# ---- mat_load_ctrl ----
Fig. 1: mat_load_ctrl, the metal 2 layer
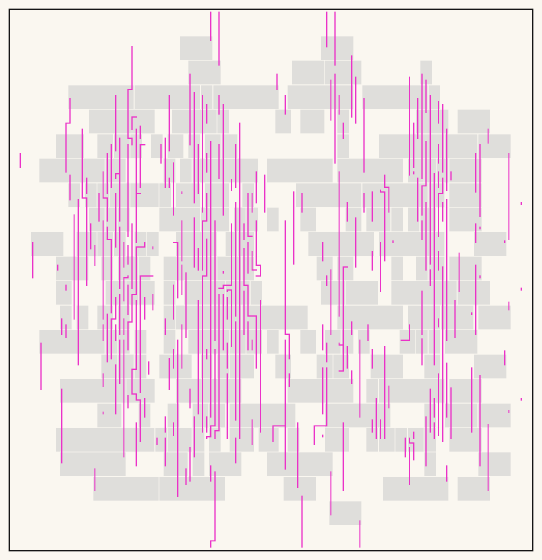

--- src/rtl/mat_load_ctrl_pkg.sv ---
// Shared defaults and FSM state type for the operand-matrix load controller.
package mat_load_ctrl_pkg;

    localparam int unsigned N_ELEM_DEF = 288;
    localparam int unsigned ADDR_W_DEF = 9;
    localparam int unsigned DATA_W_DEF = 8;

    typedef enum logic [1:0] {
        ST_LOAD = 2'd0,
        ST_KICK = 2'd1,
        ST_WAIT = 2'd2
    } state_e;

endpackage

--- src/rtl/mat_load_ctrl_elem_counter.sv ---
// Frame element index: counts accepted elements, wraps at N_ELEM-1, clears early on request.
module elem_counter
    import mat_load_ctrl_pkg::*;
#(
    parameter int unsigned N_ELEM = N_ELEM_DEF,
    parameter int unsigned ADDR_W = ADDR_W_DEF
) (
    input  logic              clk,
    input  logic              rst_n,
    input  logic              inc_i,
    input  logic              clr_i,
    output logic [ADDR_W-1:0] cnt_o,
    output logic              tc_o
);

    logic [ADDR_W-1:0] cnt_q;
    logic [ADDR_W-1:0] cnt_d;

    assign tc_o  = (cnt_q == ADDR_W'(N_ELEM - 1));
    assign cnt_o = cnt_q;

    // Explicit terminal-count wrap keeps the index inside 0..N_ELEM-1.
    always_comb begin
        cnt_d = cnt_q;
        if (inc_i) begin
            if (clr_i || tc_o) begin
                cnt_d = '0;
            end else begin
                cnt_d = cnt_q + ADDR_W'(1);
            end
        end
    end

    always_ff @(posedge clk) begin
        if (!rst_n) begin
            cnt_q <= '0;
        end else begin
            cnt_q <= cnt_d;
        end
    end

endmodule

--- src/rtl/mat_load_ctrl.sv ---
// Streams one frame of operand elements into the register bank, then kicks the
// multiplier and waits for it to finish before accepting the next frame.
module mat_load_ctrl
    import mat_load_ctrl_pkg::*;
#(
    parameter int unsigned N_ELEM = N_ELEM_DEF,
    parameter int unsigned ADDR_W = ADDR_W_DEF,
    parameter int unsigned DATA_W = DATA_W_DEF
) (
    input  logic              clk,
    input  logic              rst_n,
    input  logic              s_valid,
    output logic              s_ready,
    input  logic [DATA_W-1:0] s_data,
    input  logic              s_last,
    output logic              wr_en,
    output logic [ADDR_W-1:0] wr_addr,
    output logic [DATA_W-1:0] wr_data,
    output logic              mult_start,
    input  logic              mult_done,
    output logic              busy,
    output logic              len_err
);

    state_e            state_q;
    state_e            state_d;
    logic              xfer;
    logic [ADDR_W-1:0] idx;
    logic              idx_tc;

    logic              wr_en_q;
    logic [ADDR_W-1:0] wr_addr_q;
    logic [DATA_W-1:0] wr_data_q;
    logic              mult_start_q;
    logic              len_err_q;

    assign s_ready = (state_q == ST_LOAD);
    assign xfer    = s_valid & s_ready;

    elem_counter #(
        .N_ELEM (N_ELEM),
        .ADDR_W (ADDR_W)
    ) u_elem_counter (
        .clk   (clk),
        .rst_n (rst_n),
        .inc_i (xfer),
        .clr_i (s_last),
        .cnt_o (idx),
        .tc_o  (idx_tc)
    );

    always_comb begin
        state_d = state_q;
        case (state_q)
            ST_LOAD: if (xfer && idx_tc) state_d = ST_KICK;
            ST_KICK: state_d = ST_WAIT;
            ST_WAIT: if (mult_done) state_d = ST_LOAD;
            default: state_d = ST_LOAD;
        endcase
    end

    // mult_start is registered off KICK, so it lands one cycle after the final write strobe.
    always_ff @(posedge clk) begin
        if (!rst_n) begin
            state_q      <= ST_LOAD;
            wr_en_q      <= 1'b0;
            wr_addr_q    <= '0;
            wr_data_q    <= '0;
            mult_start_q <= 1'b0;
            len_err_q    <= 1'b0;
        end else begin
            state_q      <= state_d;
            wr_en_q      <= xfer;
            mult_start_q <= (state_q == ST_KICK);
            len_err_q    <= xfer & (idx_tc ^ s_last);
            if (xfer) begin
                wr_addr_q <= idx;
                wr_data_q <= s_data;
            end
        end
    end

    assign wr_en      = wr_en_q;
    assign wr_addr    = wr_addr_q;
    assign wr_data    = wr_data_q;
    assign mult_start = mult_start_q;
    assign len_err    = len_err_q;
    assign busy       = (state_q != ST_LOAD) || (idx != '0);

endmodule

--- config.mk ---
export PLATFORM = sky130hd
export DESIGN_NAME = mat_load_ctrl
export DESIGN_NICKNAME = d
export VERILOG_FILES = /design/src/rtl/mat_load_ctrl_pkg.sv /design/src/rtl/mat_load_ctrl_elem_counter.sv /design/src/rtl/mat_load_ctrl.sv
export SDC_FILE = /design/constraint.sdc
export NUM_CORES = 1
export LEC_CHECK = 0
export ABC_AREA = 1
export CORE_AREA = 2 2 56 58
export CTS_CLUSTER_DIAMETER = 80
export DETAILED_ROUTE_END_ITERATION = 12
export DIE_AREA = 0 0 58 60
export GPL_ROUTABILITY_DRIVEN = 1
export PLACE_DENSITY = 0.73
export SLEW_MARGIN = 15
export SYNTH_ARGS = -nofsm -noshare
export SYNTH_HDL_FRONTEND = slang
export SYNTH_SLANG_ARGS = --single-unit
--- constraint.sdc ---
create_clock -name clk -period 1.9 [get_ports clk]
set_input_delay 0.38 -clock clk [delete_from_list [all_inputs] [get_ports clk]]
set_output_delay 0.38 -clock clk [all_outputs]
set_load 0.02 [all_outputs]
# ---- seg_scan_driver ----
$ cat src/rtl/seg_scan_driver.sv
`default_nettype none
// ============================================================================
// Module   : seg_scan_driver
// Brief    : Time-multiplexes six 3-bit note IDs onto a common-anode 6-digit
//            seven-segment display, with anti-ghost blanking and frame tick.
// Revision : 1.0 - initial release
// ============================================================================
module seg_scan_driver #(
    parameter int SCAN_DIV     = 50000,
    parameter int BLANK_CYCLES = 500
) (
    input  logic       clk,
    input  logic       rst_n,
    input  logic [2:0] data_seg1,
    input  logic [2:0] data_seg2,
    input  logic [2:0] data_seg3,
    input  logic [2:0] data_seg4,
    input  logic [2:0] data_seg5,
    input  logic [2:0] data_seg6,
    input  logic [5:0] dp_en,
    output logic [5:0] digit_sel_n,
    output logic [7:0] seg_n,
    output logic       frame_tick
);

    localparam int               CNT_W      = (SCAN_DIV > 1) ? $clog2(SCAN_DIV) : 1;
    localparam logic [CNT_W-1:0] C_CNT_LAST = CNT_W'(SCAN_DIV - 1);
    localparam logic [CNT_W-1:0] C_CNT_SNAP = CNT_W'(BLANK_CYCLES - 1);
    localparam logic [CNT_W-1:0] C_CNT_SHOW = CNT_W'(BLANK_CYCLES);
    localparam logic [2:0]       C_IDX_LAST = 3'd5;

    logic [CNT_W-1:0] r_cnt;
    logic [2:0]       r_idx;
    logic [2:0]       r_code;
    logic             r_dp;
    logic [5:0]       r_digit_sel_n;
    logic [7:0]       r_seg_n;
    logic             r_frame_tick;

    logic             w_slot_end;
    logic             w_show;
    logic [2:0]       w_code_in;
    logic             w_dp_in;
    logic [6:0]       w_pattern;

    assign w_slot_end = (r_cnt == C_CNT_LAST);
    assign w_show     = (r_cnt >= C_CNT_SHOW);

    always_comb begin
        w_code_in = 3'd0;
        w_dp_in   = 1'b0;
        case (r_idx)
            3'd0: begin w_code_in = data_seg1; w_dp_in = dp_en[0]; end
            3'd1: begin w_code_in = data_seg2; w_dp_in = dp_en[1]; end
            3'd2: begin w_code_in = data_seg3; w_dp_in = dp_en[2]; end
            3'd3: begin w_code_in = data_seg4; w_dp_in = dp_en[3]; end
            3'd4: begin w_code_in = data_seg5; w_dp_in = dp_en[4]; end
            3'd5: begin w_code_in = data_seg6; w_dp_in = dp_en[5]; end
            default: begin w_code_in = 3'd0; w_dp_in = 1'b0; end
        endcase
    end

    // Numbered-notation numerals 1..7; code 0 leaves the digit dark.
    always_comb begin
        w_pattern = 7'h00;
        case (r_code)
            3'd0: w_pattern = 7'h00;
            3'd1: w_pattern = 7'h06;
            3'd2: w_pattern = 7'h5B;
            3'd3: w_pattern = 7'h4F;
            3'd4: w_pattern = 7'h66;
            3'd5: w_pattern = 7'h6D;
            3'd6: w_pattern = 7'h7D;
            3'd7: w_pattern = 7'h07;
            default: w_pattern = 7'h00;
        endcase
    end

    always_ff @(posedge clk) begin
        if (!rst_n) begin
            r_cnt         <= '0;
            r_idx         <= 3'd0;
            r_code        <= 3'd0;
            r_dp          <= 1'b0;
            r_digit_sel_n <= 6'h3F;
            r_seg_n       <= 8'hFF;
            r_frame_tick  <= 1'b0;
        end else begin
            if (w_slot_end) begin
                r_cnt <= '0;
                r_idx <= (r_idx == C_IDX_LAST) ? 3'd0 : r_idx + 3'd1;
            end else begin
                r_cnt <= r_cnt + CNT_W'(1);
            end

            // Snapshot on the last blank cycle so the whole SHOW phase is stable.
            if (r_cnt == C_CNT_SNAP) begin
                r_code <= w_code_in;
                r_dp   <= w_dp_in;
            end

            if (w_show) begin
                r_digit_sel_n <= ~(6'd1 << r_idx);
                r_seg_n       <= ~{r_dp, w_pattern};
            end else begin
                r_digit_sel_n <= 6'h3F;
                r_seg_n       <= 8'hFF;
            end

            r_frame_tick <= w_slot_end && (r_idx == C_IDX_LAST);
        end
    end

    assign digit_sel_n = r_digit_sel_n;
    assign seg_n       = r_seg_n;
    assign frame_tick  = r_frame_tick;

endmodule
`default_nettype wire

$ cat config.mk
export PLATFORM = sky130hd
export DESIGN_NAME = seg_scan_driver
export DESIGN_NICKNAME = d
export VERILOG_FILES = /design/src/rtl/seg_scan_driver.sv
export SDC_FILE = /design/constraint.sdc
export NUM_CORES = 1
export LEC_CHECK = 0
export ABC_AREA = 1
export ABC_CLOCK_PERIOD_IN_PS = 2080
export CORE_MARGIN = 2
export CORE_UTILIZATION = 35
export DETAILED_ROUTE_END_ITERATION = 10
export PLACE_DENSITY_LB_ADDON = 0.12
export SKIP_LAST_GASP = 1
export SYNTH_ARGS = -nofsm -noshare
export SYNTH_HDL_FRONTEND = slang
export SYNTH_SLANG_ARGS = --single-unit
$ cat constraint.sdc
create_clock -name clk -period 2.08 [get_ports clk]
set_clock_uncertainty 0.05 [all_clocks]
set_input_delay 0.416 -clock clk [delete_from_list [all_inputs] [get_ports clk]]
set_output_delay 0.416 -clock clk [all_outputs]
set_load 0.02 [all_outputs]
Fig. 2: seg_scan_driver, met1 routing
The bar under the picture is 20 µm long. Supply wires on this layer in gray.
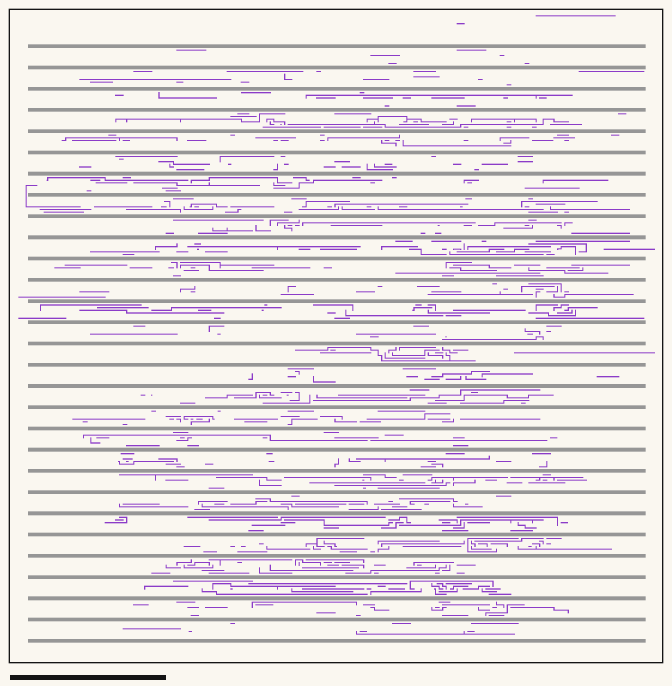
wire length on this layer = 2530 µm
nets with wire on the layer = 335
met1 Track Usage GR: 21.1%
DR vias: 1917
Post-Route WL: 4910 µm

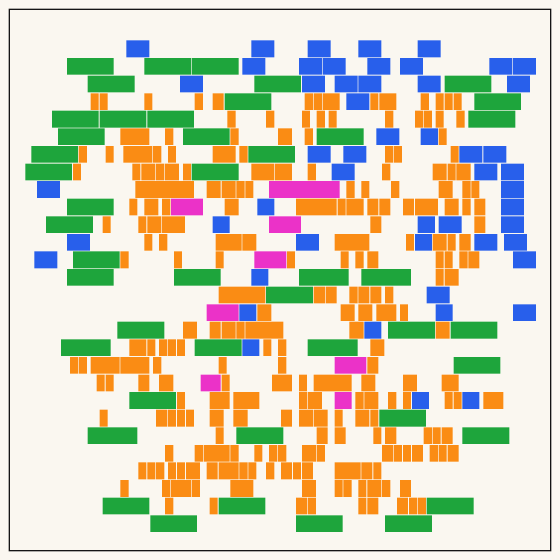
Fig. 3. Placement by cell class (seg_scan_driver).
blue -> other buffers and delay cells  # cells 52, share of their area 18%
orange -> all other logic  # cells 239, share of their area 46%
green -> flip-flops  # cells 45, share of their area 33%
magenta -> clock drivers and dummy loads  # cells 8, share of their area 4.1%
Util after Layout: 47.7%
FP Rows: 28

==> results.toml, seg_scan_driver <==
# synthesis and place-and-route metrics
[setup_path]
crit_slowest_cell = "dfxtp_1"
r2r_end = "w_pattern[6]"
crit_family = "simple AND/OR/NAND/NOR gates"
worstPathArrival_ns = 2.04
critPathBufInv = 3

[placement]
hpwl_um = 3740

[global_routing]
grt_pass1_vias = 1810
grt_antenna_before_repair = 0
grt_max_degree = 16
groute.usage.overall_pct = 14.6

[synthesis]
synth_flops = 45
yosys_warnings = 0
syn-cell-area_um2 = 2210
adder_share_pct = 3.39

[clock_tree]
cts_resized = 0
cts.path.max_buffers = 2
ctsHoldBuffers = 0
cts_setup_buffers = 0

[finish]
seq_share_pct = 31.5
fill_cells = 632
area_dominant_class = "logic gates"
buf_share_pct = 17.1
seq_cells = 45

[hold_path]
min_from = "w_pattern[6]"

[power_and_ir_drop]
clockPowerShare_pct = 41.5
comb-power_uw = 84.7

[detailed_routing]
ant_nets = 0
vias_per_cell = 4.58

[status]
status = "finished clean"
[seg_scan_driver: layout by cell type, fill, tap and decap left out, drive strengths merged, types with 2 or more instances in the layout]
master and count:
inv 41, nor3b 2, nand4 15, nor2 34, ha 6, nand2 83
clkdlybuf4s50 40, or2 3, clkbuf 5, a21oi 7, nor3 11, clkinv 2
xor2 4, o21ai 2, nand3 22, buf 12, dfxtp 45
[seg_scan_driver: worst reg2reg max path, cell delays in order, from the launching register on]
cell and delay (ns):
dfxtp_1 0.38, inv_4 0.08, ha_2 0.22, nand2_1 0.06, a21boi_1 0.17, nand2_1 0.09
nand2_1 0.07, nand2_2 0.06, nand2_2 0.10, inv_1 0.07, ha_1 0.19, inv_1 0.05
nand4_1 0.12, nand2_1 0.09
[seg_scan_driver: registers in the layout (all words and copies together), names as in the netlist]
signal / flops
digit_sel_n: 6
frame_tick: 1
r_dp: 1
r_code: 3
w_pattern: 7
r_idx: 3
r_cnt: 16
seg_n: 8
[seg_scan_driver: routing by layer]
layer	vias to the layer above	GRT usage (%)	wire length (µm)
met5	-	0	0
met4	0	3.52	43
met3	5	3.76	197
met2	34	21.9	2140
met1	855	21.1	2530
li1	1023	-	-
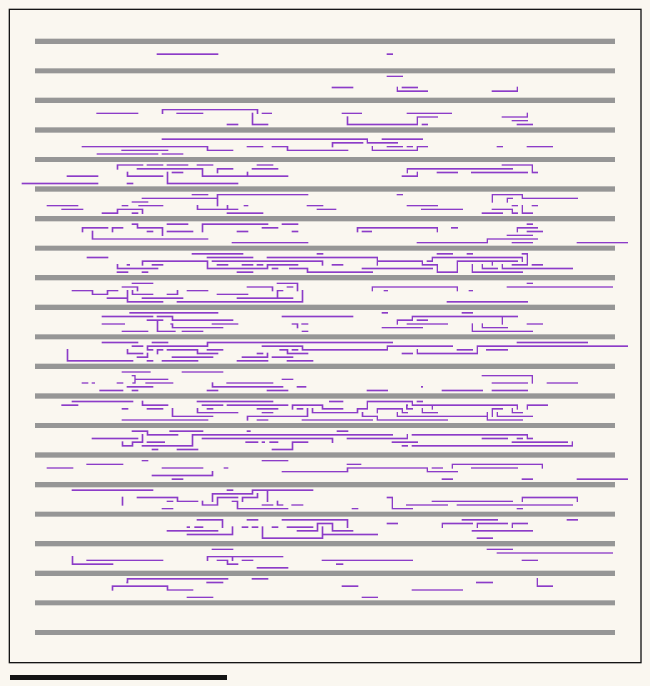
Fig. 4. Met1 routing (mat_load_ctrl).
The bar under the picture is 20 µm long. Supply wires on this layer in gray.
main direction = horizontal
nets with wire on the layer = 180
share of all routed wire = 44%

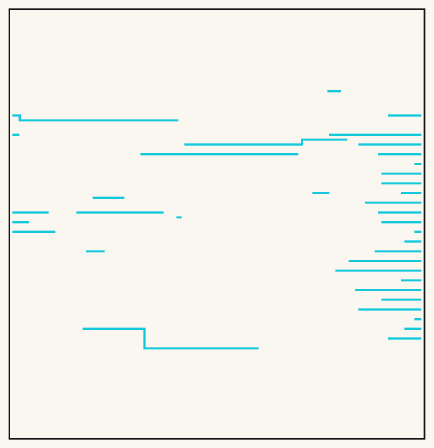
Fig. 5. M3 wires (mat_load_ctrl).
wire length on this layer = 258 µm
main direction = horizontal
nets with wire on the layer = 34
share of all routed wire = 8.8%
longest straight run = 22.1 µm

About Fig. 1:
nets with wire on the layer = 179
share of all routed wire = 46%
longest straight run = 35.0 µm

==> results.toml, mat_load_ctrl <==
# synthesis and place-and-route metrics
[synthesis]
async_reset_ff_share_pct = 0
common_cells = "nor2_1, dfxtp_1, nand2_1"
most_common_cell = "nor2_1"

[detailed_routing]
drc_errors = 0
vias = 1162
ant_nets = 0

[clock_tree]
htreeDepth = 2
cts.sinks = 31

[die]
num_rows = 20
die_y_um = 60

[hold_path]
hold_class = "reg -> reg"
min_from = "wr_addr[6]"

[setup_path]
cp-endpoint = "busy"
critPathLaunchType = "flip-flop"

[job]
openroad.warnings = 28

[finish]
seq_cells = 31
final.clkbuf_count = 6
layout_top_cell = "nor2_1"
buffers = 37

[placement]
dp.cells = 221

[sta]
hold_viol = 0
finalClockSkew_ns = 0.0124

[status]
status = "finished clean"
## mat_load_ctrl: cells by family (layout without fill, tap and decap cells)
logic type / Yosys count / after routing / share of synthesized area [%]
and+or+nand+nor: 73 / 73 / 25.9
DFF: 31 / 31 / 49.6
AOI/OAI and AO/OA: 28 / 28 / 12.5
buffers and inverters: 18 / 58 / 6.69
adders and majority gates: 4 / 4 / 4.00
xor gates and xnor gates: 2 / 2 / 1.40
## mat_load_ctrl: metal layers
layer,wire length (µm),part of all wire [%],track usage (%),vias to the layer above
li1,-,-,-,582
met1,1290,44,21.3,529
met2,1340,46,31.3,45
met3,257,8.7,8.44,6
met4,53,1.8,8.64,0
met5,0,0,0,-
## mat_load_ctrl: tightest hold or removal path: stages, from the launching register on
cell and delay [ns]:
dfxtp_1 0.32, nand2_1 0.06, a21oi_1 0.06
## mat_load_ctrl: flip-flops by register name (all words and copies together), names as in the netlist
name / count
wr_data: 8
len_err: 1
wr_addr: 9
mult_start: 1
wr_en: 1
u_elem_counter.cnt_o: 9
state_q: 2

# ---- score_arbiter ----
`src/rtl/score_arbiter.sv`:
```
// Purpose : owns both players' scores (binary + BCD) and arbitrates one update per clock.
// Latency : a request pulse is captured on edge N and applied on edge N+1 (2 cycles to outputs).
// Backpres: one-deep pending slot per request; a repeat pulse into a busy slot is lost and flagged.
// Ports   : clk_1khz/rst_i (sync, active-high); p1/p2 inc/dec and clear_i request pulses;
//           p1/p2 tens/ones BCD digits; game_over_o, winner_o (01 P1, 10 P2); dropped_o pulse.
module score_arbiter #(
    parameter int WIN_SCORE  = 11,
    parameter int WIN_MARGIN = 2,
    parameter int MAX_SCORE  = 99
) (
    input  logic       clk_1khz,
    input  logic       rst_i,
    input  logic       p1_inc_i,
    input  logic       p1_dec_i,
    input  logic       p2_inc_i,
    input  logic       p2_dec_i,
    input  logic       clear_i,
    output logic [3:0] p1_tens_o,
    output logic [3:0] p1_ones_o,
    output logic [3:0] p2_tens_o,
    output logic [3:0] p2_ones_o,
    output logic       game_over_o,
    output logic [1:0] winner_o,
    output logic       dropped_o
);

    localparam logic [0:0] PLAYING   = 1'b0;
    localparam logic [0:0] GAME_OVER = 1'b1;

    localparam logic [7:0] WIN_L    = 8'(WIN_SCORE);
    localparam logic [7:0] MARGIN_L = 8'(WIN_MARGIN);
    localparam logic [7:0] MAX_L    = 8'(MAX_SCORE);

    logic [0:0] state;
    logic [6:0] s1, s2;
    logic [3:0] t1, o1, t2, o2;
    logic [1:0] winner;
    logic       dropped;
    logic       pend_clr, pend_p1i, pend_p1d, pend_p2i, pend_p2d;
    logic       last_p2;    // 1: player 2 won the most recent contested grant

    logic       w1, w2, g_clr, g1, g2;
    logic       sel_inc, sel_dec, op_inc, op_dec;
    logic [6:0] cur_s, new_s;
    logic [3:0] cur_t, cur_o, new_t, new_o;
    logic [7:0] n1, n2;
    logic       cond1, cond2;
    logic [0:0] state_nx;
    logic [1:0] winner_nx;

    always_comb begin
        w1    = pend_p1i | pend_p1d;
        w2    = pend_p2i | pend_p2d;
        g_clr = pend_clr;
        // Contested: the player that did not win last time goes next.
        g1    = !pend_clr && w1 && (!w2 || last_p2);
        g2    = !pend_clr && w2 && (!w1 || !last_p2);

        sel_inc = g1 ? pend_p1i : (g2 & pend_p2i);
        sel_dec = g1 ? pend_p1d : (g2 & pend_p2d);
        // inc and dec pending together cancel out.
        op_inc  = sel_inc & ~sel_dec;
        op_dec  = sel_dec & ~sel_inc;

        cur_s = g1 ? s1 : s2;
        cur_t = g1 ? t1 : t2;
        cur_o = g1 ? o1 : o2;
        new_s = cur_s;
        new_t = cur_t;
        new_o = cur_o;
        // Increments are no-ops once the game is decided; decrements always apply.
        if (op_inc && (state == PLAYING) && ({1'b0, cur_s} < MAX_L)) begin
            new_s = cur_s + 7'd1;
            if (cur_o == 4'd9) begin
                new_o = 4'd0;
                new_t = cur_t + 4'd1;
            end else begin
                new_o = cur_o + 4'd1;
            end
        end else if (op_dec && (cur_s != 7'd0)) begin
            new_s = cur_s - 7'd1;
            if (cur_o == 4'd0) begin
                new_o = 4'd9;
                new_t = cur_t - 4'd1;
            end else begin
                new_o = cur_o - 4'd1;
            end
        end

        // Win test on the post-update scores.
        n1    = {1'b0, (g1 ? new_s : s1)};
        n2    = {1'b0, (g2 ? new_s : s2)};
        cond1 = (n1 >= WIN_L) && (n1 >= n2 + MARGIN_L);
        cond2 = (n2 >= WIN_L) && (n2 >= n1 + MARGIN_L);

        state_nx  = state;
        winner_nx = winner;
        if (state == PLAYING) begin
            if (g1 && (op_inc || op_dec) && cond1) begin
                state_nx  = GAME_OVER;
                winner_nx = 2'b01;
            end else if (g2 && (op_inc || op_dec) && cond2) begin
                state_nx  = GAME_OVER;
                winner_nx = 2'b10;
            end
        end else if (op_dec && !((winner == 2'b01) ? cond1 : cond2)) begin
            // A correction took away the winner's margin: resume play.
            state_nx  = PLAYING;
            winner_nx = 2'b00;
        end
    end

    always_ff @(posedge clk_1khz) begin
        if (rst_i) begin
            state    <= PLAYING;
            s1       <= 7'd0;
            s2       <= 7'd0;
            t1       <= 4'd0;
            o1       <= 4'd0;
            t2       <= 4'd0;
            o2       <= 4'd0;
            winner   <= 2'b00;
            dropped  <= 1'b0;
            pend_clr <= 1'b0;
            pend_p1i <= 1'b0;
            pend_p1d <= 1'b0;
            pend_p2i <= 1'b0;
            pend_p2d <= 1'b0;
            last_p2  <= 1'b1;
        end else begin
            // A pulse whose slot is still occupied after this edge's grant is lost.
            dropped  <= (p1_inc_i & pend_p1i & ~(g_clr | g1)) |
                        (p1_dec_i & pend_p1d & ~(g_clr | g1)) |
                        (p2_inc_i & pend_p2i & ~(g_clr | g2)) |
                        (p2_dec_i & pend_p2d & ~(g_clr | g2));
            // A pending clear is always granted, so its slot only ever holds the new pulse.
            pend_clr <= clear_i;
            pend_p1i <= p1_inc_i | (pend_p1i & ~(g_clr | g1));
            pend_p1d <= p1_dec_i | (pend_p1d & ~(g_clr | g1));
            pend_p2i <= p2_inc_i | (pend_p2i & ~(g_clr | g2));
            pend_p2d <= p2_dec_i | (pend_p2d & ~(g_clr | g2));

            if (w1 && w2 && !g_clr) begin
                last_p2 <= g2;
            end

            if (g_clr) begin
                s1     <= 7'd0;
                s2     <= 7'd0;
                t1     <= 4'd0;
                o1     <= 4'd0;
                t2     <= 4'd0;
                o2     <= 4'd0;
                state  <= PLAYING;
                winner <= 2'b00;
            end else begin
                if (g1) begin
                    s1 <= new_s;
                    t1 <= new_t;
                    o1 <= new_o;
                end
                if (g2) begin
                    s2 <= new_s;
                    t2 <= new_t;
                    o2 <= new_o;
                end
                state  <= state_nx;
                winner <= winner_nx;
            end
        end
    end

    assign p1_tens_o   = t1;
    assign p1_ones_o   = o1;
    assign p2_tens_o   = t2;
    assign p2_ones_o   = o2;
    assign game_over_o = (state == GAME_OVER);
    assign winner_o    = winner;
    assign dropped_o   = dropped;

endmodule

```
`config.mk`:
```
export PLATFORM = sky130hd
export DESIGN_NAME = score_arbiter
export DESIGN_NICKNAME = d
export VERILOG_FILES = /design/src/rtl/score_arbiter.sv
export SDC_FILE = /design/constraint.sdc
export NUM_CORES = 1
export LEC_CHECK = 0
export ABC_AREA = 0
export CAP_MARGIN = 30
export CELL_PAD_IN_SITES_DETAIL_PLACEMENT = 0
export CELL_PAD_IN_SITES_GLOBAL_PLACEMENT = 1
export CORE_ASPECT_RATIO = 0.9
export CORE_MARGIN = 2
export CORE_UTILIZATION = 48
export CTS_CLUSTER_SIZE = 24
export DETAILED_ROUTE_END_ITERATION = 10
export GPL_ROUTABILITY_DRIVEN = 0
export PLACE_DENSITY = 0.95
export SYNTH_ARGS = -nofsm -noshare
export SYNTH_HDL_FRONTEND = slang
export SYNTH_SLANG_ARGS = --single-unit
```
`constraint.sdc`:
```
create_clock -name clk_1khz -period 9.2 [get_ports clk_1khz]
set_input_delay 0.92 -clock clk_1khz [delete_from_list [all_inputs] [get_ports clk_1khz]]
set_output_delay 0.92 -clock clk_1khz [all_outputs]
set_load 0.02 [all_outputs]
```
# ---- crt_framebuffer ----
**src/rtl/crt_framebuffer.sv**
```systemverilog
// Runs the CRT program from an external ROM into an internal bitmap, then serves
// pixels through a registered read port and reports the signal-strength sum.
module crt_framebuffer #(
    parameter int ADDR_W = 8,
    parameter int COLS   = 40,
    parameter int ROWS   = 6
) (
    input  logic               clk,
    input  logic               rst,
    input  logic               start,
    output logic [ADDR_W-1:0]  instr_addr,
    input  logic [9:0]         instr_data,
    output logic               busy,
    output logic               done,
    input  logic [5:0]         rd_x,
    input  logic [2:0]         rd_y,
    output logic               rd_pixel,
    output logic signed [31:0] signal_sum
);
    localparam int PIXELS = COLS * ROWS;
    localparam int CW     = $clog2(PIXELS + 2);
    localparam int COL_W  = $clog2(COLS);
    localparam int ROW_W  = $clog2(ROWS + 1);
    localparam logic [CW-1:0] LAST_C = CW'(PIXELS);

    typedef enum logic [2:0] {
        S_IDLE, S_FETCH, S_WAIT, S_EXEC1, S_EXEC2, S_NEXT, S_DONE
    } state_t;

    state_t               state_reg, state_next;
    logic [ADDR_W-1:0]    addr_reg;
    logic [9:0]           instr_reg;
    logic signed [15:0]   x_reg;
    logic [CW-1:0]        c_reg;
    logic [COL_W-1:0]     col_reg;
    logic [ROW_W-1:0]     row_reg;
    logic signed [31:0]   sum_reg;
    logic                 rd_pixel_reg;

    logic run_init, crt_cycle, x_update, addr_inc;
    logic is_end, is_addx, checkpoint, pixel_lit;
    logic signed [15:0] col_ext, diff;
    logic signed [31:0] c_ext, x_ext, product;
    logic [COLS-1:0]    bitmap [ROWS];
    logic [COLS-1:0]    row_sel;
    logic               in_range;

    assign is_end  = instr_reg[9];
    assign is_addx = instr_reg[8] && !instr_reg[9];

    // Next-state and control strobes for the datapath
    always_comb begin
        state_next = state_reg;
        run_init   = 1'b0;
        crt_cycle  = 1'b0;
        x_update   = 1'b0;
        addr_inc   = 1'b0;
        case (state_reg)
            S_IDLE, S_DONE: begin
                if (start) begin
                    state_next = S_FETCH;
                    run_init   = 1'b1;
                end
            end
            S_FETCH: state_next = S_WAIT;
            S_WAIT:  state_next = S_EXEC1;
            S_EXEC1: begin
                crt_cycle = 1'b1;
                // an addx whose first cycle draws the final pixel is abandoned
                if (is_addx && c_reg != LAST_C)
                    state_next = S_EXEC2;
                else
                    state_next = S_NEXT;
            end
            S_EXEC2: begin
                crt_cycle  = 1'b1;
                x_update   = 1'b1;
                state_next = S_NEXT;
            end
            S_NEXT: begin
                if (c_reg > LAST_C) begin
                    state_next = S_DONE;
                end else begin
                    addr_inc   = !is_end && (addr_reg != {ADDR_W{1'b1}});
                    state_next = S_FETCH;
                end
            end
            default: state_next = S_IDLE;
        endcase
    end

    always_comb begin
        checkpoint = 1'b0;
        case (c_reg)
            CW'(20), CW'(60), CW'(100), CW'(140), CW'(180), CW'(220): checkpoint = 1'b1;
            default: checkpoint = 1'b0;
        endcase
    end

    assign col_ext   = $signed({{(16 - COL_W){1'b0}}, col_reg});
    assign diff      = col_ext - x_reg;
    assign pixel_lit = (diff >= -16'sd1) && (diff <= 16'sd1);
    assign c_ext     = $signed({{(32 - CW){1'b0}}, c_reg});
    assign x_ext     = {{16{x_reg[15]}}, x_reg};
    assign product   = c_ext * x_ext;

    always_ff @(posedge clk or posedge rst) begin
        if (rst) begin
            state_reg <= S_IDLE;
            addr_reg  <= '0;
            instr_reg <= '0;
            x_reg     <= 16'sd1;
            c_reg     <= CW'(1);
            col_reg   <= '0;
            row_reg   <= '0;
            sum_reg   <= '0;
        end else begin
            state_reg <= state_next;
            if (run_init) begin
                addr_reg <= '0;
                x_reg    <= 16'sd1;
                c_reg    <= CW'(1);
                col_reg  <= '0;
                row_reg  <= '0;
                sum_reg  <= '0;
            end
            if (state_reg == S_WAIT)
                instr_reg <= instr_data;
            if (crt_cycle) begin
                if (checkpoint)
                    sum_reg <= sum_reg + product;
                c_reg <= c_reg + CW'(1);
                if (col_reg == COL_W'(COLS - 1)) begin
                    col_reg <= '0;
                    row_reg <= row_reg + ROW_W'(1);
                end else begin
                    col_reg <= col_reg + COL_W'(1);
                end
            end
            if (x_update)
                x_reg <= x_reg + $signed({{8{instr_reg[7]}}, instr_reg[7:0]});
            if (addr_inc)
                addr_reg <= addr_reg + ADDR_W'(1);
        end
    end

    genvar gi;
    generate
        for (gi = 0; gi < ROWS; gi++) begin : g_row
            logic [COLS-1:0] row_bits_reg;
            always_ff @(posedge clk or posedge rst) begin
                if (rst)
                    row_bits_reg <= '0;
                else if (crt_cycle && row_reg == ROW_W'(gi))
                    row_bits_reg[col_reg] <= pixel_lit;
            end
            assign bitmap[gi] = row_bits_reg;
        end
    endgenerate

    // Row mux keeps out-of-range rows from indexing past the array
    always_comb begin
        row_sel = '0;
        for (int i = 0; i < ROWS; i++)
            if (rd_y == 3'(i))
                row_sel = bitmap[i];
    end

    assign in_range = (rd_x < 6'(COLS)) && (rd_y < 3'(ROWS));

    always_ff @(posedge clk or posedge rst) begin
        if (rst)
            rd_pixel_reg <= 1'b0;
        else
            rd_pixel_reg <= done && in_range && row_sel[rd_x];
    end

    assign busy       = (state_reg != S_IDLE) && (state_reg != S_DONE);
    assign done       = (state_reg == S_DONE);
    assign instr_addr = addr_reg;
    assign rd_pixel   = rd_pixel_reg;
    assign signal_sum = sum_reg;
endmodule

```
**config.mk**
```make
export PLATFORM = sky130hd
export DESIGN_NAME = crt_framebuffer
export DESIGN_NICKNAME = d
export VERILOG_FILES = /design/src/rtl/crt_framebuffer.sv
export SDC_FILE = /design/constraint.sdc
export NUM_CORES = 1
export LEC_CHECK = 0
export ABC_CLOCK_PERIOD_IN_PS = 35300
export CORE_MARGIN = 5
export CORE_UTILIZATION = 45
export CTS_BUF_LIST = sky130_fd_sc_hd__clkbuf_8
export CTS_CLUSTER_SIZE = 20
export DETAILED_ROUTE_END_ITERATION = 10
export GPL_TIMING_DRIVEN = 0
export PLACE_DENSITY = 0.71
export SLEW_MARGIN = 20
export SYNTH_ARGS = -nofsm -noshare
export SYNTH_HDL_FRONTEND = slang
export SYNTH_SLANG_ARGS = --single-unit
```
**constraint.sdc**
```tcl
create_clock -name clk -period 35.3 [get_ports clk]
set_input_delay 8.825 -clock clk [delete_from_list [all_inputs] [get_ports clk]]
set_output_delay 8.825 -clock clk [all_outputs]
set_load 0.01 [all_outputs]
```
# ---- srio_nwr_arbiter_flat ----
--- src/rtl/srio_nwr_arbiter_pkg.sv ---
// -----------------------------------------------------------------------------
// srio_nwr_pkg
// Shared types and widths for the SRIO NWRITE round-robin arbiter.
//   state_e        : arbiter FSM states (IDLE, XFER, WAIT_DONE)
//   ADDR_W/TSIZE_W : widths of the per-packet target address and size (bytes-1)
//   DATA_W/KEEP_W  : width of one user-stream data beat and its byte enables
//   BEAT_W         : width able to hold the expected beat count of any packet
//   expected_beats : number of 8-byte beats implied by a size field
// -----------------------------------------------------------------------------
package srio_nwr_pkg;

  localparam int ADDR_W  = 34;
  localparam int TSIZE_W = 20;
  localparam int DATA_W  = 64;
  localparam int KEEP_W  = 8;

  // tsize[19:3] + 1 can reach 2^17, so one extra bit keeps it from wrapping.
  localparam int BEAT_W  = TSIZE_W - 3 + 1;

  typedef enum logic [1:0] {
    IDLE      = 2'd0,
    XFER      = 2'd1,
    WAIT_DONE = 2'd2
  } state_e;

  // Beats of 8 bytes needed to carry (tsize + 1) bytes.
  function automatic logic [BEAT_W-1:0] expected_beats(input logic [TSIZE_W-1:0] tsize);
    return {1'b0, tsize[TSIZE_W-1:3]} + BEAT_W'(1);
  endfunction

endpackage

--- src/rtl/srio_nwr_arbiter_if.sv ---
// -----------------------------------------------------------------------------
// srio_nwr_arbiter_if
// Bundle of every handshake/bus signal around the NWRITE arbiter.
//   req_*        : NUM_REQ packed per-source request, header and beat signals
//   grant_o      : one-hot grant back to the sources
//   nwr_*        : NWRITE engine status (ready / busy / done pulse)
//   user_*       : muxed packet header and beat stream toward the engine
//   len_err_o    : beat-count mismatch pulse
//   timeout_o    : done-not-seen pulse
// Modports:
//   master : the arbiter side (drives grant, ready-back and the user stream)
//   slave  : the environment side (sources plus engine)
// -----------------------------------------------------------------------------
interface srio_nwr_arbiter_if #(
  parameter int NUM_REQ = 4
);
  import srio_nwr_pkg::*;

  logic [NUM_REQ-1:0]        req_valid_i;
  logic [NUM_REQ*ADDR_W-1:0] req_addr_i;
  logic [NUM_REQ*TSIZE_W-1:0] req_tsize_i;
  logic [NUM_REQ*DATA_W-1:0] req_tdata_i;
  logic [NUM_REQ*KEEP_W-1:0] req_tkeep_i;
  logic [NUM_REQ-1:0]        req_tvalid_i;
  logic [NUM_REQ-1:0]        req_tlast_i;
  logic [NUM_REQ-1:0]        req_tready_o;
  logic [NUM_REQ-1:0]        grant_o;

  logic                      nwr_ready_in;
  logic                      nwr_busy_in;
  logic                      nwr_done_in;
  logic                      user_tready_in;

  logic [ADDR_W-1:0]         user_addr_o;
  logic [TSIZE_W-1:0]        user_tsize_o;
  logic [DATA_W-1:0]         user_tdata_o;
  logic [KEEP_W-1:0]         user_tkeep_o;
  logic                      user_tvalid_o;
  logic                      user_tlast_o;
  logic                      user_tfirst_o;
  logic                      len_err_o;
  logic                      timeout_o;

  modport master (
    input  req_valid_i, req_addr_i, req_tsize_i, req_tdata_i, req_tkeep_i,
    input  req_tvalid_i, req_tlast_i,
    input  nwr_ready_in, nwr_busy_in, nwr_done_in, user_tready_in,
    output req_tready_o, grant_o,
    output user_addr_o, user_tsize_o, user_tdata_o, user_tkeep_o,
    output user_tvalid_o, user_tlast_o, user_tfirst_o, len_err_o, timeout_o
  );

  modport slave (
    output req_valid_i, req_addr_i, req_tsize_i, req_tdata_i, req_tkeep_i,
    output req_tvalid_i, req_tlast_i,
    output nwr_ready_in, nwr_busy_in, nwr_done_in, user_tready_in,
    input  req_tready_o, grant_o,
    input  user_addr_o, user_tsize_o, user_tdata_o, user_tkeep_o,
    input  user_tvalid_o, user_tlast_o, user_tfirst_o, len_err_o, timeout_o
  );

endinterface

--- src/rtl/srio_nwr_arbiter_rr_pick.sv ---
// -----------------------------------------------------------------------------
// srio_rr_pick
// Combinational round-robin picker. Searches req_i starting at last_i+1 and
// wrapping, and returns the first requester found.
//   req_i       in  NUM_REQ  request vector
//   last_i      in  IDX_W    index granted most recently
//   grant_oh_o  out NUM_REQ  one-hot winner (all zero when nothing requests)
//   grant_idx_o out IDX_W    winner index (0 when nothing requests)
//   any_o       out 1        at least one requester present
// -----------------------------------------------------------------------------
module srio_rr_pick #(
  parameter int NUM_REQ = 4,
  parameter int IDX_W   = $clog2(NUM_REQ)
) (
  input  logic [NUM_REQ-1:0] req_i,
  input  logic [IDX_W-1:0]   last_i,
  output logic [NUM_REQ-1:0] grant_oh_o,
  output logic [IDX_W-1:0]   grant_idx_o,
  output logic               any_o
);

  // cand_idx[n] is the source examined at search position n, i.e.
  // (last_i + 1 + n) mod NUM_REQ. One extra bit holds the unwrapped sum.
  logic [IDX_W-1:0] cand_idx [NUM_REQ];

  for (genvar gi = 0; gi < NUM_REQ; gi++) begin : g_cand
    logic [IDX_W:0] sum;
    assign sum = {1'b0, last_i} + (IDX_W+1)'(gi + 1);
    assign cand_idx[gi] = (sum >= (IDX_W+1)'(NUM_REQ))
                        ? IDX_W'(sum - (IDX_W+1)'(NUM_REQ))
                        : sum[IDX_W-1:0];
  end

  logic found;

  always_comb begin
    grant_oh_o  = '0;
    grant_idx_o = '0;
    found       = 1'b0;
    for (int i = 0; i < NUM_REQ; i++) begin
      if (!found && req_i[cand_idx[i]]) begin
        found                   = 1'b1;
        grant_oh_o[cand_idx[i]] = 1'b1;
        grant_idx_o             = cand_idx[i];
      end
    end
    any_o = found;
  end

endmodule

--- src/rtl/srio_nwr_arbiter.sv ---
// -----------------------------------------------------------------------------
// srio_nwr_arbiter
// Shares the single SRIO NWRITE user stream among NUM_REQ packet sources.
// One source is granted per packet; its header is latched and its beats are
// muxed onto the engine port until the engine reports the packet done.
//   log_clk   in  clock, all logic on the rising edge
//   log_rst   in  synchronous active-high reset
//   bus       master modport of srio_nwr_arbiter_if (sources, engine status,
//             muxed user stream, grant, len_err_o and timeout_o pulses)
// Parameters:
//   NUM_REQ       number of sources (2..8)
//   DONE_TIMEOUT  cycles to wait for nwr_done_in after tlast (>=2)
// -----------------------------------------------------------------------------
module srio_nwr_arbiter
  import srio_nwr_pkg::*;
#(
  parameter int NUM_REQ      = 4,
  parameter int DONE_TIMEOUT = 1024
) (
  input  logic               log_clk,
  input  logic               log_rst,
  srio_nwr_arbiter_if.master bus
);

  localparam int IDX_W = $clog2(NUM_REQ);
  localparam int TO_W  = $clog2(DONE_TIMEOUT + 1);

  // ---------------------------------------------------------------------------
  // State
  // ---------------------------------------------------------------------------
  state_e               state_q,     state_d;
  logic [NUM_REQ-1:0]   grant_q,     grant_d;
  logic [IDX_W-1:0]     gidx_q,      gidx_d;
  logic [IDX_W-1:0]     last_q,      last_d;
  logic [ADDR_W-1:0]    addr_q,      addr_d;
  logic [TSIZE_W-1:0]   tsize_q,     tsize_d;
  logic [BEAT_W-1:0]    beat_cnt_q,  beat_cnt_d;
  logic                 done_seen_q, done_seen_d;
  logic [TO_W-1:0]      to_cnt_q,    to_cnt_d;
  logic                 len_err_q,   len_err_d;
  logic                 timeout_q,   timeout_d;

  // ---------------------------------------------------------------------------
  // Round-robin pick among pending requests
  // ---------------------------------------------------------------------------
  logic [NUM_REQ-1:0] pick_oh;
  logic [IDX_W-1:0]   pick_idx;
  logic               pick_any;

  srio_rr_pick #(
    .NUM_REQ (NUM_REQ),
    .IDX_W   (IDX_W)
  ) u_pick (
    .req_i       (bus.req_valid_i),
    .last_i      (last_q),
    .grant_oh_o  (pick_oh),
    .grant_idx_o (pick_idx),
    .any_o       (pick_any)
  );

  // ---------------------------------------------------------------------------
  // Beat mux: the granted source drives the user stream only while in XFER
  // ---------------------------------------------------------------------------
  logic                sel_tvalid;
  logic                sel_tlast;
  logic [DATA_W-1:0]   sel_tdata;
  logic [KEEP_W-1:0]   sel_tkeep;

  assign sel_tvalid = bus.req_tvalid_i[gidx_q];
  assign sel_tlast  = bus.req_tlast_i[gidx_q];
  assign sel_tdata  = bus.req_tdata_i[int'(gidx_q)*DATA_W +: DATA_W];
  assign sel_tkeep  = bus.req_tkeep_i[int'(gidx_q)*KEEP_W +: KEEP_W];

  logic                user_tvalid;
  logic                user_tlast;
  logic [DATA_W-1:0]   user_tdata;
  logic [KEEP_W-1:0]   user_tkeep;
  logic [NUM_REQ-1:0]  req_tready;

  always_comb begin
    user_tvalid = 1'b0;
    user_tlast  = 1'b0;
    user_tdata  = '0;
    user_tkeep  = '0;
    req_tready  = '0;
    if (state_q == XFER) begin
      user_tvalid        = sel_tvalid;
      user_tlast         = sel_tlast;
      user_tdata         = sel_tdata;
      user_tkeep         = sel_tkeep;
      req_tready[gidx_q] = bus.user_tready_in;
    end
  end

  logic              beat_acc;
  logic [BEAT_W-1:0] beat_cnt_inc;
  logic [TO_W-1:0]   to_cnt_inc;
  logic              engine_free;

  assign beat_acc     = user_tvalid && bus.user_tready_in;
  assign beat_cnt_inc = beat_cnt_q + BEAT_W'(1);
  assign to_cnt_inc   = to_cnt_q + TO_W'(1);
  assign engine_free  = bus.nwr_ready_in && !bus.nwr_busy_in;

  // ---------------------------------------------------------------------------
  // Next-state logic
  // ---------------------------------------------------------------------------
  always_comb begin
    state_d     = state_q;
    grant_d     = grant_q;
    gidx_d      = gidx_q;
    last_d      = last_q;
    addr_d      = addr_q;
    tsize_d     = tsize_q;
    beat_cnt_d  = beat_cnt_q;
    done_seen_d = done_seen_q;
    to_cnt_d    = to_cnt_q;
    len_err_d   = 1'b0;
    timeout_d   = 1'b0;

    unique case (state_q)
      IDLE: begin
        if (pick_any && engine_free) begin
          state_d     = XFER;
          grant_d     = pick_oh;
          gidx_d      = pick_idx;
          addr_d      = bus.req_addr_i[int'(pick_idx)*ADDR_W +: ADDR_W];
          tsize_d     = bus.req_tsize_i[int'(pick_idx)*TSIZE_W +: TSIZE_W];
          beat_cnt_d  = '0;
          done_seen_d = 1'b0;
        end
      end

      XFER: begin
        // The engine may finish before the last beat is handed over; remember it.
        if (bus.nwr_done_in) begin
          done_seen_d = 1'b1;
        end
        if (beat_acc) begin
          beat_cnt_d = beat_cnt_inc;
          if (user_tlast) begin
            len_err_d = (beat_cnt_inc != expected_beats(tsize_q));
            to_cnt_d  = '0;
            if (done_seen_q || bus.nwr_done_in) begin
              state_d = IDLE;
              grant_d = '0;
              last_d  = gidx_q;
            end else begin
              state_d = WAIT_DONE;
            end
          end
        end
      end

      WAIT_DONE: begin
        to_cnt_d = to_cnt_inc;
        if (bus.nwr_done_in) begin
          state_d = IDLE;
          grant_d = '0;
          last_d  = gidx_q;
        end else if (to_cnt_inc == TO_W'(DONE_TIMEOUT)) begin
          // Give up on this packet so the other sources are not starved.
          timeout_d = 1'b1;
          state_d   = IDLE;
          grant_d   = '0;
          last_d    = gidx_q;
        end
      end

      default: begin
        state_d = IDLE;
        grant_d = '0;
      end
    endcase
  end

  // ---------------------------------------------------------------------------
  // Registers
  // ---------------------------------------------------------------------------
  always_ff @(posedge log_clk) begin
    if (log_rst) begin
      state_q     <= IDLE;
      grant_q     <= '0;
      gidx_q      <= '0;
      // Start as if the highest source was served last so source 0 wins first.
      last_q      <= IDX_W'(NUM_REQ - 1);
      addr_q      <= '0;
      tsize_q     <= '0;
      beat_cnt_q  <= '0;
      done_seen_q <= 1'b0;
      to_cnt_q    <= '0;
      len_err_q   <= 1'b0;
      timeout_q   <= 1'b0;
    end else begin
      state_q     <= state_d;
      grant_q     <= grant_d;
      gidx_q      <= gidx_d;
      last_q      <= last_d;
      addr_q      <= addr_d;
      tsize_q     <= tsize_d;
      beat_cnt_q  <= beat_cnt_d;
      done_seen_q <= done_seen_d;
      to_cnt_q    <= to_cnt_d;
      len_err_q   <= len_err_d;
      timeout_q   <= timeout_d;
    end
  end

  // ---------------------------------------------------------------------------
  // Outputs
  // ---------------------------------------------------------------------------
  assign bus.grant_o       = grant_q;
  assign bus.req_tready_o  = req_tready;
  assign bus.user_addr_o   = addr_q;
  assign bus.user_tsize_o  = tsize_q;
  assign bus.user_tdata_o  = user_tdata;
  assign bus.user_tkeep_o  = user_tkeep;
  assign bus.user_tvalid_o = user_tvalid;
  assign bus.user_tlast_o  = user_tlast;
  assign bus.user_tfirst_o = user_tvalid && (beat_cnt_q == '0);
  assign bus.len_err_o     = len_err_q;
  assign bus.timeout_o     = timeout_q;

endmodule

--- src/flat_wrapper.sv ---
// flat-port wrapper written by rule: the top's interface ports become plain ports
module srio_nwr_arbiter_flat import srio_nwr_pkg::*;
#(
  parameter int NUM_REQ      = 4,
  parameter int DONE_TIMEOUT = 1024
)
  (log_clk, log_rst, bus_req_valid_i, bus_req_addr_i, bus_req_tsize_i, bus_req_tdata_i, bus_req_tkeep_i, bus_req_tvalid_i, bus_req_tlast_i, bus_nwr_ready_in, bus_nwr_busy_in, bus_nwr_done_in, bus_user_tready_in, bus_req_tready_o, bus_grant_o, bus_user_addr_o, bus_user_tsize_o, bus_user_tdata_o, bus_user_tkeep_o, bus_user_tvalid_o, bus_user_tlast_o, bus_user_tfirst_o, bus_len_err_o, bus_timeout_o);
  srio_nwr_arbiter_if #(.NUM_REQ(NUM_REQ)) bus_i ();
  input  logic log_clk;
  input  logic log_rst;
  input wire logic [$bits(bus_i.req_valid_i)-1:0] bus_req_valid_i;
  input wire logic [$bits(bus_i.req_addr_i)-1:0] bus_req_addr_i;
  input wire logic [$bits(bus_i.req_tsize_i)-1:0] bus_req_tsize_i;
  input wire logic [$bits(bus_i.req_tdata_i)-1:0] bus_req_tdata_i;
  input wire logic [$bits(bus_i.req_tkeep_i)-1:0] bus_req_tkeep_i;
  input wire logic [$bits(bus_i.req_tvalid_i)-1:0] bus_req_tvalid_i;
  input wire logic [$bits(bus_i.req_tlast_i)-1:0] bus_req_tlast_i;
  input wire logic [$bits(bus_i.nwr_ready_in)-1:0] bus_nwr_ready_in;
  input wire logic [$bits(bus_i.nwr_busy_in)-1:0] bus_nwr_busy_in;
  input wire logic [$bits(bus_i.nwr_done_in)-1:0] bus_nwr_done_in;
  input wire logic [$bits(bus_i.user_tready_in)-1:0] bus_user_tready_in;
  output wire logic [$bits(bus_i.req_tready_o)-1:0] bus_req_tready_o;
  output wire logic [$bits(bus_i.grant_o)-1:0] bus_grant_o;
  output wire logic [$bits(bus_i.user_addr_o)-1:0] bus_user_addr_o;
  output wire logic [$bits(bus_i.user_tsize_o)-1:0] bus_user_tsize_o;
  output wire logic [$bits(bus_i.user_tdata_o)-1:0] bus_user_tdata_o;
  output wire logic [$bits(bus_i.user_tkeep_o)-1:0] bus_user_tkeep_o;
  output wire logic [$bits(bus_i.user_tvalid_o)-1:0] bus_user_tvalid_o;
  output wire logic [$bits(bus_i.user_tlast_o)-1:0] bus_user_tlast_o;
  output wire logic [$bits(bus_i.user_tfirst_o)-1:0] bus_user_tfirst_o;
  output wire logic [$bits(bus_i.len_err_o)-1:0] bus_len_err_o;
  output wire logic [$bits(bus_i.timeout_o)-1:0] bus_timeout_o;
  assign bus_i.req_valid_i = bus_req_valid_i;
  assign bus_i.req_addr_i = bus_req_addr_i;
  assign bus_i.req_tsize_i = bus_req_tsize_i;
  assign bus_i.req_tdata_i = bus_req_tdata_i;
  assign bus_i.req_tkeep_i = bus_req_tkeep_i;
  assign bus_i.req_tvalid_i = bus_req_tvalid_i;
  assign bus_i.req_tlast_i = bus_req_tlast_i;
  assign bus_i.nwr_ready_in = bus_nwr_ready_in;
  assign bus_i.nwr_busy_in = bus_nwr_busy_in;
  assign bus_i.nwr_done_in = bus_nwr_done_in;
  assign bus_i.user_tready_in = bus_user_tready_in;
  assign bus_req_tready_o = bus_i.req_tready_o;
  assign bus_grant_o = bus_i.grant_o;
  assign bus_user_addr_o = bus_i.user_addr_o;
  assign bus_user_tsize_o = bus_i.user_tsize_o;
  assign bus_user_tdata_o = bus_i.user_tdata_o;
  assign bus_user_tkeep_o = bus_i.user_tkeep_o;
  assign bus_user_tvalid_o = bus_i.user_tvalid_o;
  assign bus_user_tlast_o = bus_i.user_tlast_o;
  assign bus_user_tfirst_o = bus_i.user_tfirst_o;
  assign bus_len_err_o = bus_i.len_err_o;
  assign bus_timeout_o = bus_i.timeout_o;
  srio_nwr_arbiter #(.NUM_REQ(NUM_REQ), .DONE_TIMEOUT(DONE_TIMEOUT)) u_core (.log_clk(log_clk), .log_rst(log_rst), .bus(bus_i));
endmodule
--- config.mk ---
export PLATFORM = sky130hd
export DESIGN_NAME = srio_nwr_arbiter_flat
export DESIGN_NICKNAME = d
export VERILOG_FILES = /design/src/rtl/srio_nwr_arbiter_pkg.sv /design/src/rtl/srio_nwr_arbiter_if.sv /design/src/rtl/srio_nwr_arbiter_rr_pick.sv /design/src/rtl/srio_nwr_arbiter.sv /design/src/flat_wrapper.sv
export SDC_FILE = /design/constraint.sdc
export NUM_CORES = 1
export LEC_CHECK = 0
export ABC_CLOCK_PERIOD_IN_PS = 4900
export CELL_PAD_IN_SITES_DETAIL_PLACEMENT = 1
export CELL_PAD_IN_SITES_GLOBAL_PLACEMENT = 2
export CORE_AREA = 5 5 255 257
export CTS_CLUSTER_SIZE = 30
export DETAILED_ROUTE_END_ITERATION = 10
export DIE_AREA = 0 0 260 262
export GPL_ROUTABILITY_DRIVEN = 1
export PLACE_DENSITY_LB_ADDON = 0.3
export SETUP_SLACK_MARGIN = 0.05
export SLEW_MARGIN = 5
export SYNTH_ARGS = -nofsm -noshare
export SYNTH_HDL_FRONTEND = slang
export SYNTH_HIERARCHICAL = 1
export SYNTH_SLANG_ARGS = --single-unit
--- constraint.sdc ---
create_clock -name log_clk -period 4.9 [get_ports log_clk]
set_input_delay 0.98 -clock log_clk [delete_from_list [all_inputs] [get_ports log_clk]]
set_output_delay 0.98 -clock log_clk [all_outputs]
set_load 0.1 [all_outputs]
Fig. 6: srio_nwr_arbiter_flat, met1 routing
The bar under the picture is 100 µm long. Supply wires on this layer in gray.
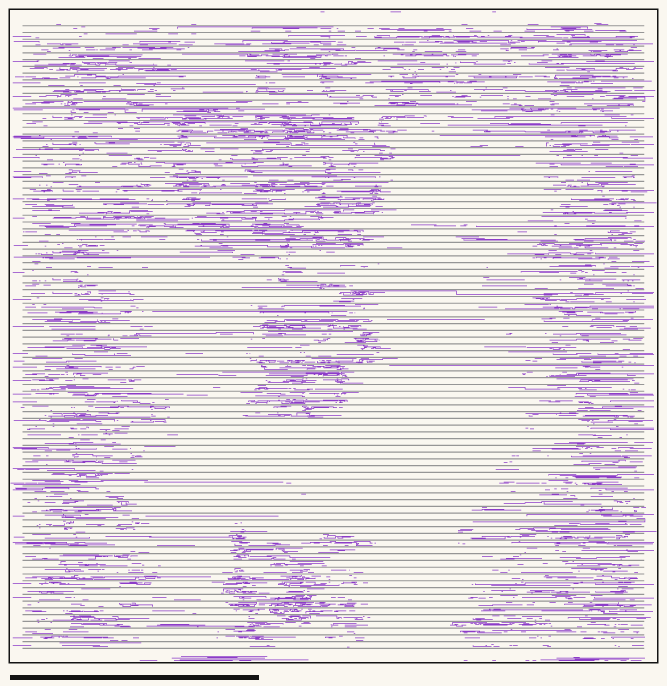
wire length on this layer = 21.0 mm
share of all routed wire = 32%
longest straight run = 106 µm
main direction = horizontal
nets with wire on the layer = 1851

==> results.toml, srio_nwr_arbiter_flat <==
# synthesis and place-and-route metrics
[detailed_routing]
top_layer = "met5"
detail_route.iter0.violations = 357
met3_wirelength_um = 5370
vias = 10300
ant_nets = 0

[die]
die-area_um2 = 68100
ios = 661

[global_routing]
grt-ovfl-total = 0
grt_max_degree = 79

[finish]
layout_top_cell = "clkdlybuf4s50_1"

[power_and_ir_drop]
p_total_uw = 3190
combinationalPowerShare_pct = 49.8
clockPowerShare_pct = 23.1

[setup_path]
ff2ff_path_depth = 9

[clock_tree]
cts_setup_buffers = 0
cts_resized = 0

[placement]
placed_area_um2 = 16100

[synthesis]
ys_types = 64
synth_top_area_share_pct = 33.3

[status]
status = "finished clean"

[hold_path]
hold_class = "reg -> reg"
-- srio_nwr_arbiter_flat: kinds of logic (layout without fill, tap and decap cells) --
kind of cell,count (synthesis),in the layout,share of synthesized area [%]
muxes,139,139,34.3
buffers and inverters,101,714,4.95
and+or+nand+nor,387,387,21.8
xor gates and xnor gates,47,47,4.76
adders and majority gates,12,12,1.71
other,0,12,0
AOI/OAI and AO/OA,151,151,10.6
DFF,96,96,21.8
-- srio_nwr_arbiter_flat: worst min-delay path by stage --
| stage | from | endpoint | slack [ns] | cells after the start |
|---|---|---|---|---|
| 6_report | u_core/bus.user_addr_o[9] | u_core/bus.user_addr_o[9] | 0.46 | 2 |
| 5_1_grt | u_core/bus.user_addr_o[24] | u_core/bus.user_addr_o[24] | 0.49 | 2 |
| 4_1_cts | u_core/bus.user_addr_o[9] | u_core/bus.user_addr_o[9] | 0.46 | 2 |
| 3_5_place_dp | u_core/bus.user_addr_o[25] | u_core/bus.user_addr_o[25] | 0.45 | 2 |
| 3_3_place_gp | u_core/bus.user_addr_o[6] | u_core/bus.user_addr_o[6] | 0.45 | 2 |
| 2_1_floorplan | u_core/to_cnt_q[10] | u_core/to_cnt_q[10] | 0.46 | 1 |
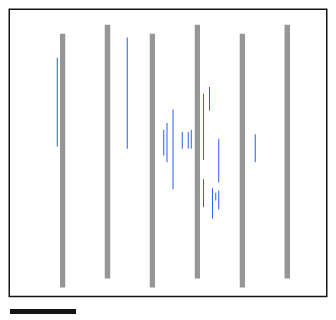
Fig. 7. Signal wires on met4 (score_arbiter).
The bar under the picture is 20 µm long. Supply wires on this layer in gray.
share of all routed wire = 1.8%
wire length on this layer = 190 µm
nets with wire on the layer = 15
main direction = vertical
longest straight run = 33.3 µm
Post-Route WL: 10200 µm
DR vias: 3712

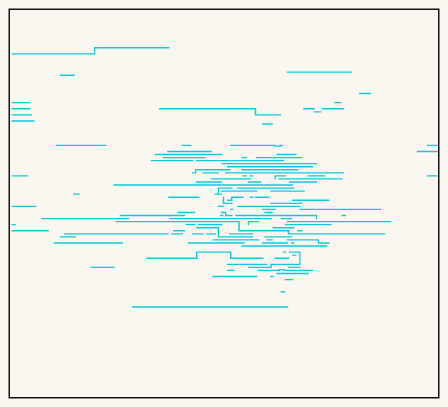
Fig. 8. M3 wires (score_arbiter).
longest straight run = 39.8 µm
main direction = horizontal
met3 usage: 5.83%

==> results.toml, score_arbiter <==
# synthesis and place-and-route metrics
[synthesis]
yosys_cells = 469
synth_flops = 40
synth_area_leader_cell = "dfxtp_1"
async_reset_ff_share_pct = 0
postSynthCellCount = 469
ys_sh_simple_pct = 26.5
synth_top_area_share_pct = 22.2
ys_top_logic_family = "AND-OR/OR-AND gates"

[sta]
finalCriticalPeriod_ns = 5.06
maxClockFrequency_mhz = 198
period_used_pct = 55.0
fin_hold_ws_ns = 0.506
setup_viol = 0

[setup_path]
crit_family = "AND-OR/OR-AND gates"
critPathLaunchType = "flip-flop"
path_cells = "o21ba_1 -> nor2_2 -> mux2i_1 -> inv_1 -> ha_1 -> or4_1 -> a31oi_2 -> nor2_1 -> a21oi_1 -> inv_1 -> ha_1 -> or3_1 -> a311oi_1 -> nand3_1 -> a2111oi_0 -> a311o_1 -> a21oi_1 -> a221oi_1"
worstPathArrival_ns = 5.28

[clock_tree]
clock_latency_ns = 0.32
cts-root-buf = "clkbuf_8"
cts.sinks = 40

[status]
status = "finished clean"

[die]
core_um2 = 7180
ios = 27

[global_routing]
busiest_layer = "met2"
grt_pass1_vias = 3330

[placement]
dp.cells = 561
## score_arbiter: cell usage after synthesis, drive strengths merged, types with 7 or more instances
| cell type | n |
|---|---|
| clkbuf | 13 |
| or3 | 10 |
| dfxtp | 40 |
| nand2 | 27 |
| a211oi | 22 |
| ha | 22 |
| xnor2 | 17 |
| and2 | 9 |
| o21ai | 17 |
| a21o | 7 |
| nand3 | 11 |
| buf | 17 |
| mux2i | 10 |
| nor4 | 9 |
| and3 | 7 |
| nand2b | 12 |
| nor3 | 21 |
| nor2 | 52 |
| inv | 24 |
| a21oi | 30 |
## score_arbiter: routing by layer
| metal | vias up | wire length [µm] |
|---|---|---|
| met5 | - | 0 |
| met4 | 0 | 189 |
| met3 | 34 | 982 |
| met2 | 204 | 4410 |
| met1 | 1725 | 4660 |
| li1 | 1749 | - |
## score_arbiter: layout make-up
class	instances	area [µm²]	area share, %
Timing Repair Buffer	29	283	7.09
Inverter	24	90.1	2.26
Clock buffer	5	68.8	1.72
Sequential cell	40	801	20.1
Tap cell	93	116	2.92
Clock inverter	3	42.5	1.07
Multi-Input combinational cell	375	2590	64.9
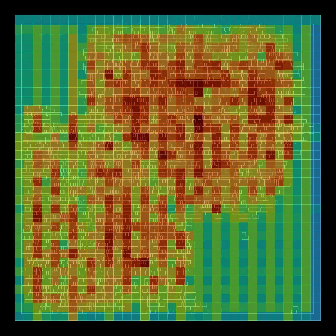
Fig. 9. Track usage over the die (crt_framebuffer).
met1 Track Usage GR: 33.2%
Util after Layout: 51.0%
met3 usage: 6.46%

==> results.toml, crt_framebuffer <==
# synthesis and place-and-route metrics
[synthesis]
ys_sh_simple_pct = 15.4
postSynthCellCount = 2532
adder_share_pct = 16.9
ys_sh_xor_pct = 1.91
common_cells = "nand2_1, o21ai_0, dfrtp_1"
async_reset_ff_share_pct = 100

[power_and_ir_drop]
pwr_density_cell_nw_per_um2 = 58.3

[clock_tree]
htreeDepth = 2
cts_tree = "yes"

[sta]
rsz0062_at_grt = "no"
hold_viol = 0
finalMaxSlewViolations = 0
relSlewSlack_pct = 27.2

[finish]
regArea_um2 = 8190
layout_top_cell = "nand2_1"
area_delta_synth_final_pct = 11.9

[setup_path]
r2r_end = "signal_sum[31]"

[status]
status = "finished clean"

[detailed_routing]
vias = 20100

[placement]
dp.cells = 3270
pre_cts_ws_ns = 22.33
-- crt_framebuffer: metal layers --
metal  share of wire [%]  track usage [%]
met1                  41             33.2
met2                  45             38.4
met3                  10             6.46
met4                 4.9             11.0
met5                   0                0
-- crt_framebuffer: per-stage QoR --
step	hold WS (ns)	cell area [µm²]	total power (µW)	util, %
after floorplan	0.443	22900	925	-
after global placement	0.457	24300	1100	48.5
after detailed placement	0.465	24400	1130	48.7
after CTS	0.478	25600	1490	51.0
after global routing	0.496	25600	1600	51.0
final	0.476	25600	1490	51.0
-- crt_framebuffer: cell type report --
class,count,area share [%]
Inverter,219,3.24
Clock inverter,35,0.689
Sequential cell,327,32.0
Buffer,158,2.68
Antenna cell,1,0.00978
Clock buffer,70,3.76
Timing Repair Buffer,66,2.78
Tap cell,672,3.29
Multi-Input combinational cell,1828,51.6
-- crt_framebuffer: power breakdown --
| part | switching (µW) | total [µW] | internal [µW] | leakage, µW |
|---|---|---|---|---|
| clock network | 174 | 354 | 180 | 0.000686 |
| logic | 458 | 709 | 251 | 0.00622 |
| registers | 30.3 | 428 | 398 | 0.00452 |
| total | 662 | 1490 | 829 | 0.0114 |

==> screenshots <==
The metal 2 layer.
panel A
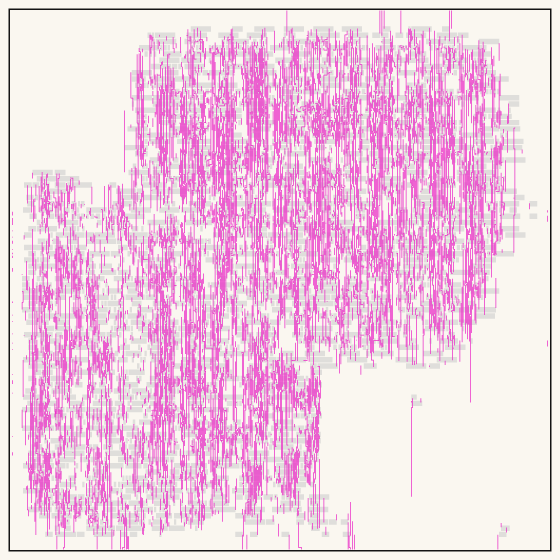
panel B
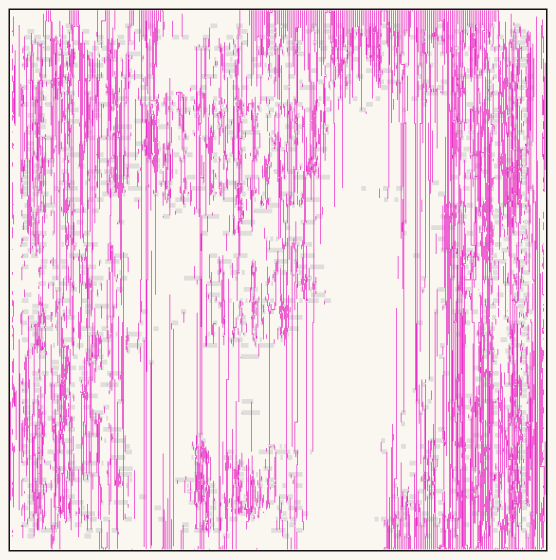
panel C
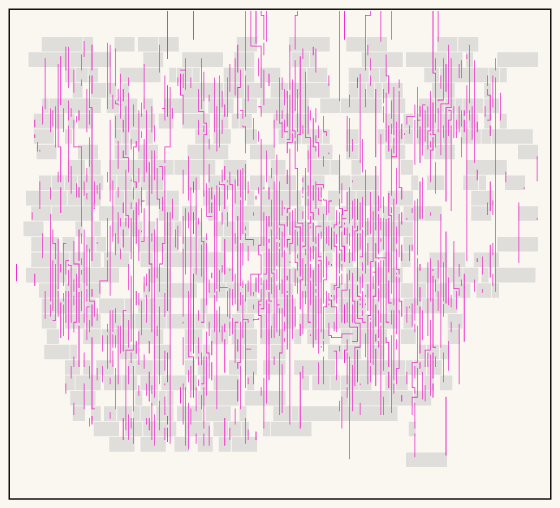
srio_nwr_arbiter_flat -> panel B
score_arbiter -> panel C
crt_framebuffer -> panel A



## Gallery

M3 wires.
Plate I
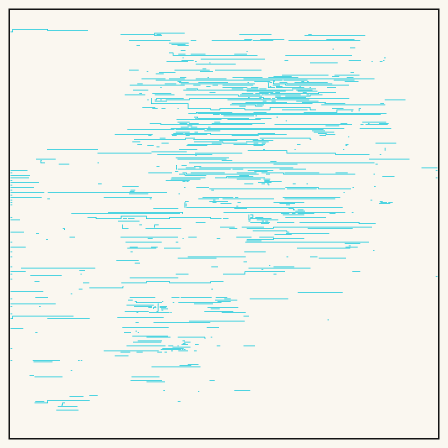
Plate II
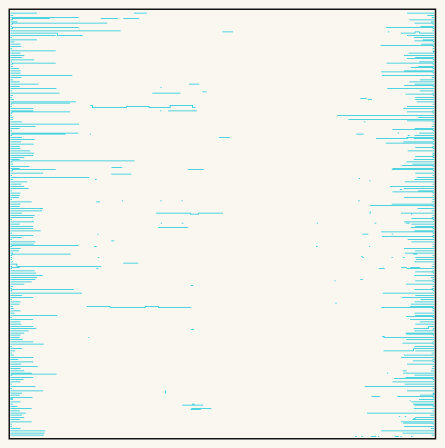
Plate III
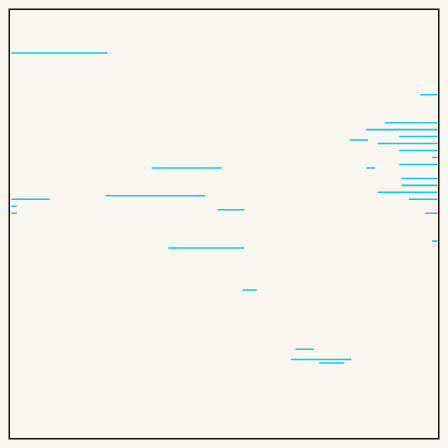
Plate III: seg_scan_driver
Plate I: crt_framebuffer
Plate II: srio_nwr_arbiter_flat


==> layout pictures side by side <==
Track usage over the die.
(a)
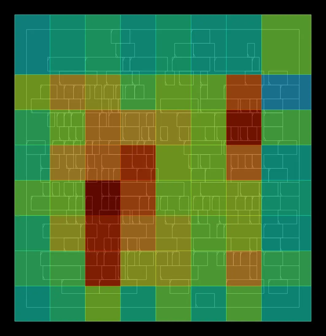
(b)
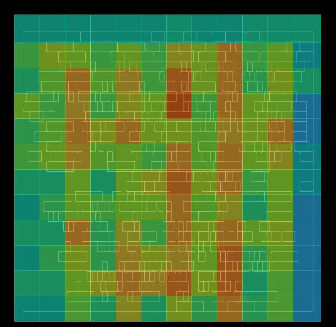
(c)
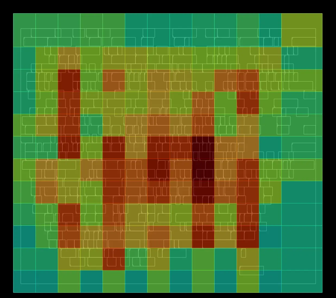
(d)
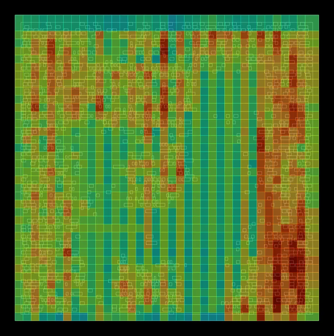
| picture | from |
|---|---|
| (b) | seg_scan_driver |
| (d) | srio_nwr_arbiter_flat |
| (c) | score_arbiter |
| (a) | mat_load_ctrl |

No activity file was given, so power comes from the tool's default toggle rates.
